######## block 1 ########
==> block_1/congestion_map.png <==
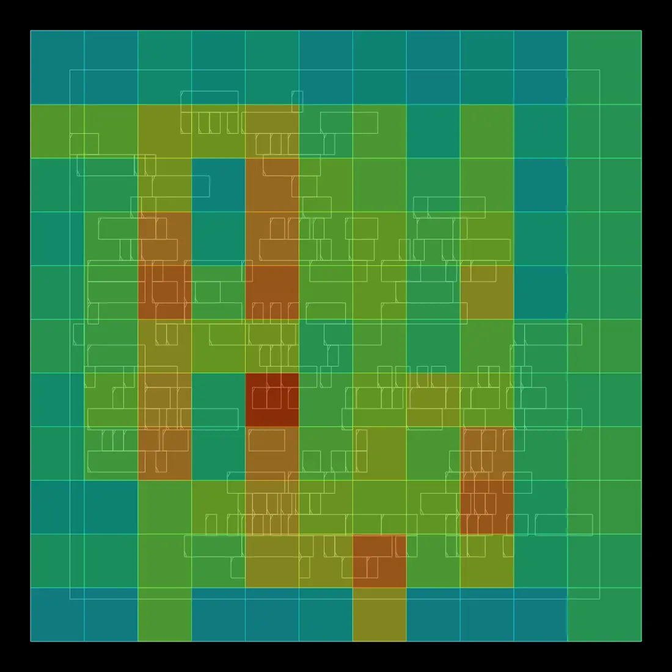

<file path="src/rtl/modulo_contador_entrada_saida_pkg.sv">
// modulo_contador_entrada_saida_pkg: shared widths, defaults and count operations for the occupancy counter
package modulo_contador_entrada_saida_pkg;
  localparam int COUNT_W = 7;
  localparam int DEB_W = 4;
  localparam int DEBOUNCE_CYCLES_DEF = 4;
  localparam int MAX_COUNT_DEF = 127;
  typedef enum logic [1:0] {OP_HOLD, OP_INC, OP_DEC, OP_CLR} op_t;
endpackage

</file>
<file path="src/rtl/modulo_contador_entrada_saida_filtro_sensor.sv">
// filtro_sensor: two-flop synchroniser, debounce filter and registered rising-edge pulse for one sensor
module filtro_sensor
  import modulo_contador_entrada_saida_pkg::*;
#(
  parameter int DEBOUNCE_CYCLES = DEBOUNCE_CYCLES_DEF
) (
  input  logic clk,
  input  logic rst_n,
  input  logic sensor_in,
  output logic pulso_out
);
  logic [1:0] sync_q, vld_q;
  logic [DEB_W-1:0] cnt_q, cnt_d;
  logic filt_q, arm_q, flip;
  always_comb begin
    flip = (sync_q[1] != filt_q) && (cnt_q == DEB_W'(DEBOUNCE_CYCLES - 1));
    cnt_d = (sync_q[1] == filt_q || flip) ? '0 : cnt_q + 1'b1;
  end
  // arm_q waits for a real low sample so a sensor already high at reset release never fires
  always_ff @(posedge clk) begin
    if (!rst_n) begin
      sync_q <= '0;
      vld_q <= '0;
      cnt_q <= '0;
      filt_q <= 1'b0;
      arm_q <= 1'b0;
      pulso_out <= 1'b0;
    end else begin
      sync_q <= {sync_q[0], sensor_in};
      vld_q <= {vld_q[0], 1'b1};
      cnt_q <= cnt_d;
      filt_q <= filt_q ^ flip;
      arm_q <= arm_q | (vld_q[1] & ~sync_q[1]);
      pulso_out <= flip & sync_q[1] & arm_q;
    end
  end
endmodule

</file>
<file path="src/rtl/modulo_contador_entrada_saida.sv">
// modulo_contador_entrada_saida: filtered entry/exit events driving a saturating up/down occupancy count
module modulo_contador_entrada_saida
  import modulo_contador_entrada_saida_pkg::*;
#(
  parameter int DEBOUNCE_CYCLES = DEBOUNCE_CYCLES_DEF,
  parameter int MAX_COUNT = MAX_COUNT_DEF
) (
  input  logic               clk,
  input  logic               rst_n,
  input  logic               sensor_entrada,
  input  logic               sensor_saida,
  input  logic               zerar,
  input  logic               cont_superior_99,
  output logic [COUNT_W-1:0] reg_data,
  output logic               evento_entrada,
  output logic               evento_saida,
  output logic               entrada_bloqueada
);
  logic [COUNT_W-1:0] reg_q, reg_d;
  logic bloq_d;
  op_t op;
  filtro_sensor #(.DEBOUNCE_CYCLES(DEBOUNCE_CYCLES)) u_entrada (
    .clk(clk), .rst_n(rst_n), .sensor_in(sensor_entrada), .pulso_out(evento_entrada)
  );
  filtro_sensor #(.DEBOUNCE_CYCLES(DEBOUNCE_CYCLES)) u_saida (
    .clk(clk), .rst_n(rst_n), .sensor_in(sensor_saida), .pulso_out(evento_saida)
  );
  always_comb begin
    bloq_d = !zerar && evento_entrada && !evento_saida
             && (cont_superior_99 || reg_q == COUNT_W'(MAX_COUNT));
    op = zerar ? OP_CLR :
         (evento_entrada == evento_saida) ? OP_HOLD :
         evento_entrada ? (bloq_d ? OP_HOLD : OP_INC) :
         (reg_q == '0) ? OP_HOLD : OP_DEC;
    reg_d = (op == OP_CLR) ? '0 :
            (op == OP_INC) ? reg_q + 1'b1 :
            (op == OP_DEC) ? reg_q - 1'b1 : reg_q;
  end
  always_ff @(posedge clk) begin
    if (!rst_n) begin
      reg_q <= '0;
      entrada_bloqueada <= 1'b0;
    end else begin
      reg_q <= reg_d;
      entrada_bloqueada <= bloq_d;
    end
  end
  assign reg_data = reg_q;
endmodule

</file>
<file path="config.mk">
export PLATFORM = sky130hd
export DESIGN_NAME = modulo_contador_entrada_saida
export DESIGN_NICKNAME = d
export VERILOG_FILES = /design/src/rtl/modulo_contador_entrada_saida_pkg.sv /design/src/rtl/modulo_contador_entrada_saida_filtro_sensor.sv /design/src/rtl/modulo_contador_entrada_saida.sv
export SDC_FILE = /design/constraint.sdc
export NUM_CORES = 1
export LEC_CHECK = 0
export ABC_AREA = 1
export CAP_MARGIN = 20
export CORE_MARGIN = 5
export CORE_UTILIZATION = 30
export DETAILED_ROUTE_END_ITERATION = 8
export DONT_BUFFER_PORTS = 1
export HOLD_SLACK_MARGIN = 0.02
export PLACE_DENSITY = 0.43
export SYNTH_ARGS = -nofsm -noshare
export SYNTH_HDL_FRONTEND = slang
export SYNTH_SLANG_ARGS = --single-unit
</file>
<file path="constraint.sdc">
create_clock -name clk -period 2.9 [get_ports clk]
set_input_delay 0.29 -clock clk [delete_from_list [all_inputs] [get_ports clk]]
set_output_delay 0.29 -clock clk [all_outputs]
set_load 0.01 [all_outputs]
</file>
######## block 2 ########
`config.mk`:
```
export PLATFORM = sky130hd
export DESIGN_NAME = ahblite_master_port
export DESIGN_NICKNAME = d
export VERILOG_FILES = /design/src/rtl/ahblite_pkg.sv /design/src/rtl/ahblite_master_port.sv
export SDC_FILE = /design/constraint.sdc
export NUM_CORES = 1
export LEC_CHECK = 0
export ABC_AREA = 1
export CORE_MARGIN = 2
export CORE_UTILIZATION = 25
export CTS_CLUSTER_DIAMETER = 80
export DETAILED_ROUTE_END_ITERATION = 8
export SLEW_MARGIN = 30
export SYNTH_ARGS = -nofsm -noshare
export SYNTH_HDL_FRONTEND = slang
export SYNTH_SLANG_ARGS = --single-unit
```
`constraint.sdc`:
```
create_clock -name HCLK -period 2.2 [get_ports HCLK]
set_input_delay 0.44 -clock HCLK [delete_from_list [all_inputs] [get_ports HCLK]]
set_output_delay 0.44 -clock HCLK [all_outputs]
set_load 0.01 [all_outputs]
```
`src/rtl/ahblite_pkg.sv`:
```
// Shared AHB-Lite encodings: transfer types, sizes, burst/protection constants
// and response codes.
package ahblite_pkg;

    localparam logic [1:0] HTRANS_IDLE    = 2'b00;
    localparam logic [1:0] HTRANS_BUSY    = 2'b01;
    localparam logic [1:0] HTRANS_NONSEQ  = 2'b10;
    localparam logic [1:0] HTRANS_SEQ     = 2'b11;

    localparam logic [2:0] HSIZE_BYTE     = 3'b000;
    localparam logic [2:0] HSIZE_HALF     = 3'b001;
    localparam logic [2:0] HSIZE_WORD     = 3'b010;

    localparam logic [2:0] HBURST_SINGLE  = 3'b000;
    localparam logic [3:0] HPROT_DATA_PRIV = 4'b0011;

    localparam logic       HRESP_OKAY     = 1'b0;
    localparam logic       HRESP_ERROR    = 1'b1;

endpackage

```
`src/rtl/ahblite_master_port.sv`:
```
// Single-outstanding-per-phase AHB-Lite master: a command register feeds the
// address phase, a second register tracks the data phase, responses in order.
module ahblite_master_port
    import ahblite_pkg::*;
#(
    parameter int ADDR_W = 32,
    parameter int DATA_W = 32
) (
    input  logic              HCLK,
    input  logic              HRESETN,

    input  logic              cmd_valid,
    output logic              cmd_ready,
    input  logic              cmd_write,
    input  logic [ADDR_W-1:0] cmd_addr,
    input  logic [2:0]        cmd_size,
    input  logic [DATA_W-1:0] cmd_wdata,

    output logic              rsp_valid,
    output logic [DATA_W-1:0] rsp_rdata,
    output logic              rsp_err,

    output logic [ADDR_W-1:0] HADDR,
    output logic              HWRITE,
    output logic [2:0]        HSIZE,
    output logic [1:0]        HTRANS,
    output logic [2:0]        HBURST,
    output logic [3:0]        HPROT,
    output logic              HMASTLOCK,
    output logic [DATA_W-1:0] HWDATA,

    input  logic [DATA_W-1:0] HRDATA,
    input  logic              HREADY,
    input  logic              HRESP
);

    logic              ap_valid;
    logic              ap_write;
    logic [ADDR_W-1:0] ap_addr;
    logic [2:0]        ap_size;
    logic [DATA_W-1:0] ap_wdata;

    logic              dp_valid;
    logic              dp_write;
    logic [DATA_W-1:0] dp_wdata;

    logic              err_hold;
    logic              cmd_accept;
    logic              addr_done;
    logic              data_done;

    // err_hold marks the second ERROR cycle, where the pending address must idle
    assign addr_done  = ap_valid && !err_hold && HREADY;
    assign data_done  = dp_valid && HREADY;
    assign cmd_ready  = !ap_valid || (HREADY && !err_hold);
    assign cmd_accept = cmd_valid && cmd_ready;

    assign HTRANS    = (ap_valid && !err_hold) ? HTRANS_NONSEQ : HTRANS_IDLE;
    assign HADDR     = ap_addr;
    assign HWRITE    = ap_write;
    assign HSIZE     = ap_size;
    assign HWDATA    = dp_valid ? dp_wdata : '0;
    assign HBURST    = HBURST_SINGLE;
    assign HPROT     = HPROT_DATA_PRIV;
    assign HMASTLOCK = 1'b0;

    always_ff @(posedge HCLK or negedge HRESETN) begin
        if (!HRESETN) begin
            ap_valid <= 1'b0;
            ap_write <= 1'b0;
            ap_addr  <= '0;
            ap_size  <= '0;
            ap_wdata <= '0;
        end else if (cmd_accept) begin
            ap_valid <= 1'b1;
            ap_write <= cmd_write;
            ap_addr  <= cmd_addr;
            ap_size  <= cmd_size;
            ap_wdata <= cmd_wdata;
        end else if (addr_done) begin
            ap_valid <= 1'b0;
        end
    end

    always_ff @(posedge HCLK or negedge HRESETN) begin
        if (!HRESETN) begin
            dp_valid <= 1'b0;
            dp_write <= 1'b0;
            dp_wdata <= '0;
        end else if (addr_done) begin
            dp_valid <= 1'b1;
            dp_write <= ap_write;
            dp_wdata <= ap_wdata;
        end else if (data_done) begin
            dp_valid <= 1'b0;
        end
    end

    always_ff @(posedge HCLK or negedge HRESETN) begin
        if (!HRESETN) begin
            err_hold <= 1'b0;
        end else if (dp_valid && (HRESP == HRESP_ERROR) && !HREADY) begin
            err_hold <= 1'b1;
        end else if (HREADY) begin
            err_hold <= 1'b0;
        end
    end

    // Read data is only forwarded for successful reads
    always_ff @(posedge HCLK or negedge HRESETN) begin
        if (!HRESETN) begin
            rsp_valid <= 1'b0;
            rsp_err   <= 1'b0;
            rsp_rdata <= '0;
        end else begin
            rsp_valid <= data_done;
            rsp_err   <= data_done && (HRESP == HRESP_ERROR);
            rsp_rdata <= (data_done && !dp_write && (HRESP == HRESP_OKAY)) ? HRDATA : '0;
        end
    end

endmodule

```
==> block_1/gates.png <==
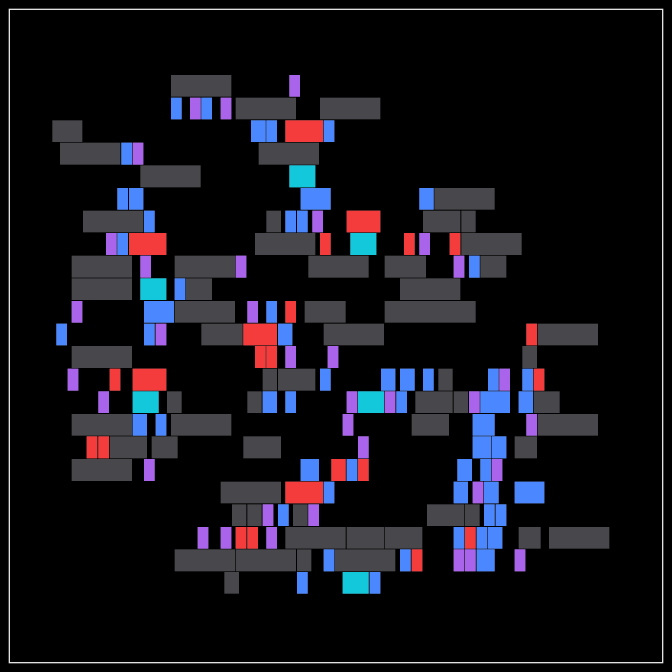
nand cells: marked blue, cells 56, most used nand2_1. nor cells: marked red, cells 23, most used nor2_1. xor and xnor cells: marked cyan, cells 6, most used xor2_1, where middle. inv cells: marked purple, cells 35, most used inv_1.

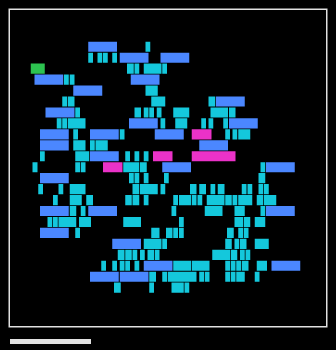
(block_1/class_map.png)
Scale bar: 20 um.
remaining logic cells: marked cyan, cells 150. registers: marked blue, cells 28. clock drivers and dummy loads: marked magenta, cells 4. remaining buffers and delay cells: marked green, cells 1.

Notes on block_1/congestion_map.png above:
met3 GRT Util: 0.0390
GRT Max-Usage Layer: met2
Overall Global Routing Usage: 0.0933
fin util: 0.334

==> job_summary.md, block 1 <==
## Implementation flow summary

| Metric | Value |
|---|---|
| Status | finished clean |
| Layout clock area frac | 0.0461 |
| Floorplan Nets | 196 |
| Vias in the first global route | 1023 |
| Clk root buf | clkbuf_8 |
| CP Data Required Time | a little over 3 ns |
| Final setup vio count | 0 |
| Tcrit/Tclk final | 0.832 |
| Ys Warns | 0 |
| Via density | approximately 4.5 |
| Signal buffers | 1 |
| Die X | a little under 80 um |
| CP arrival | 2.59 ns |
| Ys cells | 180 |
| TNS Setup | 0 ns |
| Top cells excl fill/tap | nand2_1, inv_1, dfxtp_1 |
| H-tree levels | 1 |
| Top_reg_cell synth | dfxtp_1 |
| Leak pwr | 0.721 nW |
| Fp util | 0.304 |
| Register area share after synthesis | 0.398 |
| Fin. max-slew vios | 0 |
| Max Freq | approximately 410 MHz |
-- block 1: kinds of logic (layout without fill, tap and decap cells) --
kind of cell,Yosys count,count (layout),share of synthesized area
flops,28,28,0.398
xor+xnor,6,6,0.0373
simple gates,81,81,0.297
compound gates,18,18,0.0729
fa+ha+maj,10,10,0.0942
buf+inv,37,40,0.100
-- block 1: worst paths after layout --
check / from / end / slack, ns / depth (start not counted)
worst max-delay path: reg_data[0] / reg_data[6] / 0.49 / 16
worst min-delay path: rst_n / u_saida.sync_q[1] / 0.10 / 2
worst max register to register: reg_data[0] / reg_data[6] / 0.49 / 16
worst min register to register: u_entrada.vld_q[0] / u_saida.vld_q[1] / 0.42 / 2
-- block 1: metrics by stage --
step	util	setup WS (ns)	total power, mW	instance area (um^2)	hold WS (ns)
final	0.334	0.488	0.889	1550	0.103
after global routing	0.334	0.240	0.949	1550	0.0905
after CTS	0.334	0.454	0.909	1550	0.0875
after detailed placement	0.316	0.482	0.589	1470	0.319
after global placement	0.316	0.496	0.589	1470	0.319
after floorplan	-	0.779	0.560	1410	0.318
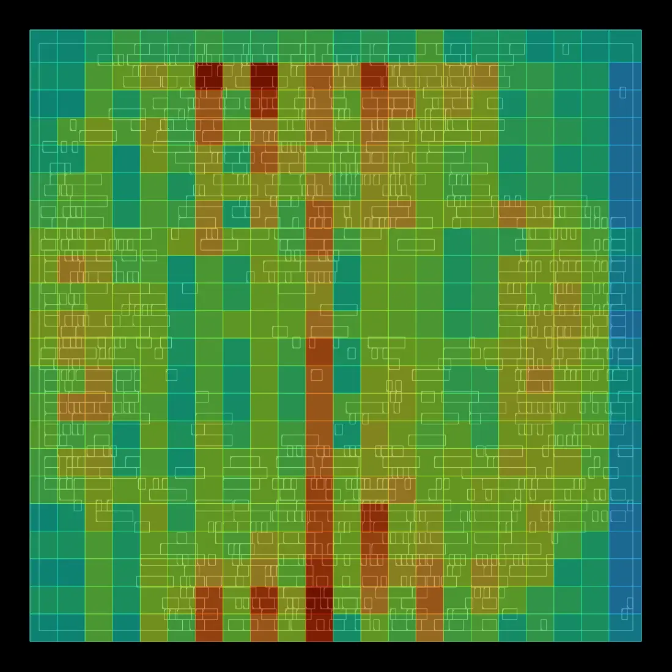
(block_2/congestion_map.png)
grt met1 use: 0.163
Routed wire per std cell: 13.6 um
met3 GRT Util: 0.0391

==> job_summary.md, block 2 <==
## Implementation flow summary

| Metric | Value |
|---|---|
| Fin nets | 943 |
| Worst-path cell chain | buf_6, nand2_1, inv_1, clkdlybuf4s50_1 |
| First-pass GRT wire length | between 20000 and 25000 um |
| Psw | around 2.3 mW |
| HP Class | register to register |
| Fin. max-slew vios | 0 |
| Setup bufs post-CTS | 0 |
| Chip area | ~23000 um^2 |
| Top power group | registers |
| Mapped Cells | 637 |
| FF-to-FF path depth | 7 |
| Fill cells | approximately 2300 |
| Non-clk buf share | 0.263 |
| Post-synthesis area per instance | approximately 8.7 um^2 |
| Register area share after synthesis | 0.622 |
| Log Warnings | 26 |
| Status | finished clean |
| DR DRC count | 0 |
| Row cnt | 54 |
| P_comb | 1.83 mW |
| Post-synth EDFFs | 0 |
## block 2: logic make-up (layout without fill, tap and decap cells)
kind of cell / count (synthesis) / after routing / share of synthesized area
flops: 138 / 138 / 0.622
compound gates: 2 / 2 / 0.00180
buf+inv: 117 / 324 / 0.0938
other cells: 2 / 9 / 0.00135
simple gates: 378 / 378 / 0.281
## block 2: per-layer routing
metal	GRT usage	routed length (um)	vias up	part of all wire
met5	0	11	-	0.00071
met4	0.0564	327	2	0.021
met3	0.0391	810	21	0.053
met2	0.228	7740	119	0.50
met1	0.163	6530	2138	0.42
li1	-	-	2314	-
## block 2: state kept, by name, summed over array words and instances, names as in the netlist
register	count
HADDR	32
HSIZE	3
HWRITE	1
ap_valid	1
ap_wdata	32
dp_valid	1
dp_wdata	32
dp_write	1
err_hold	1
rsp_err	1
rsp_rdata	32
rsp_valid	1
## block 2: tightest hold or removal path: stages (launching register included)
cell and delay (ns):
dfrtp_1 0.34, nand2_1 0.05, nand2_1 0.04
## block 2: timing repair
item,4_1_cts,5_1_grt
gates resized,1,1
pin swaps,0,0
hold endpoints to repair,41,0
endpoints found under the setup margin,1,1
hold buffers,1,0
cloned,0,0

==> notes/layouts.md <==
Pictures saved along the way, in no particular order.

Clock network drawn from the DEF.
image #1
Scale bar: 50 um.
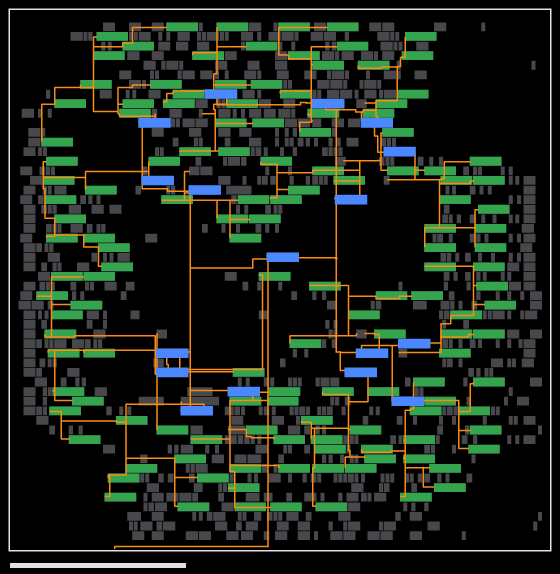
image #2
Scale bar: 20 um.
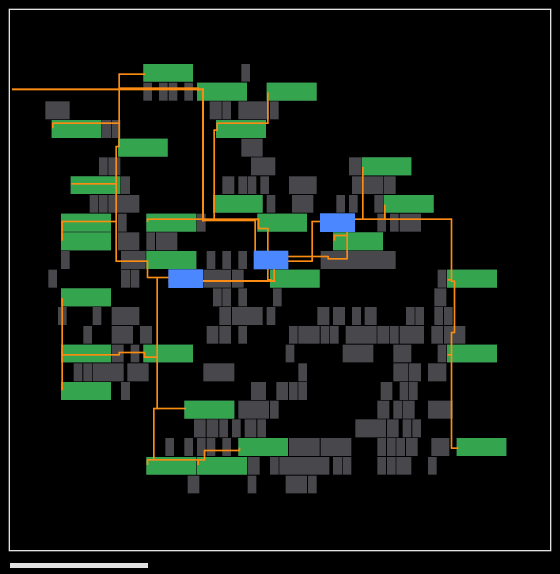
Image #1 is block 2.
Image #2 is block 1.
Of these, most sequential cells: image #1
Of these, largest die: image #1



==> notes/layouts.md <==
Pictures saved along the way, in no particular order.

Where the registers sit.
shot_01.png
Scale bar: 50 um. Other sequential cells in the stronger grey, the rest of the logic in the fainter grey.
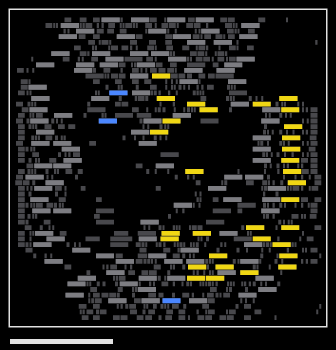
shot_02.png
Scale bar: 20 um. Other sequential cells in the stronger grey, the rest of the logic in the fainter grey.
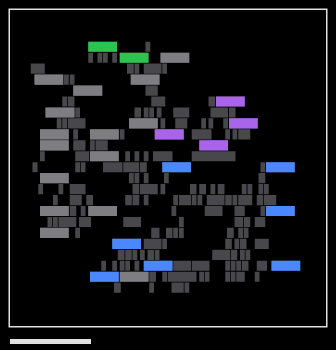
For block 1, see shot_02.png.
For block 2, see shot_01.png.

Key to shot_01.png:
`dp_wdata`: marked yellow, flops 32. `HSIZE`: marked blue, flops 3.
Another 103 sequential cells are not coloured.

Power and IR drop assume default switching activity.
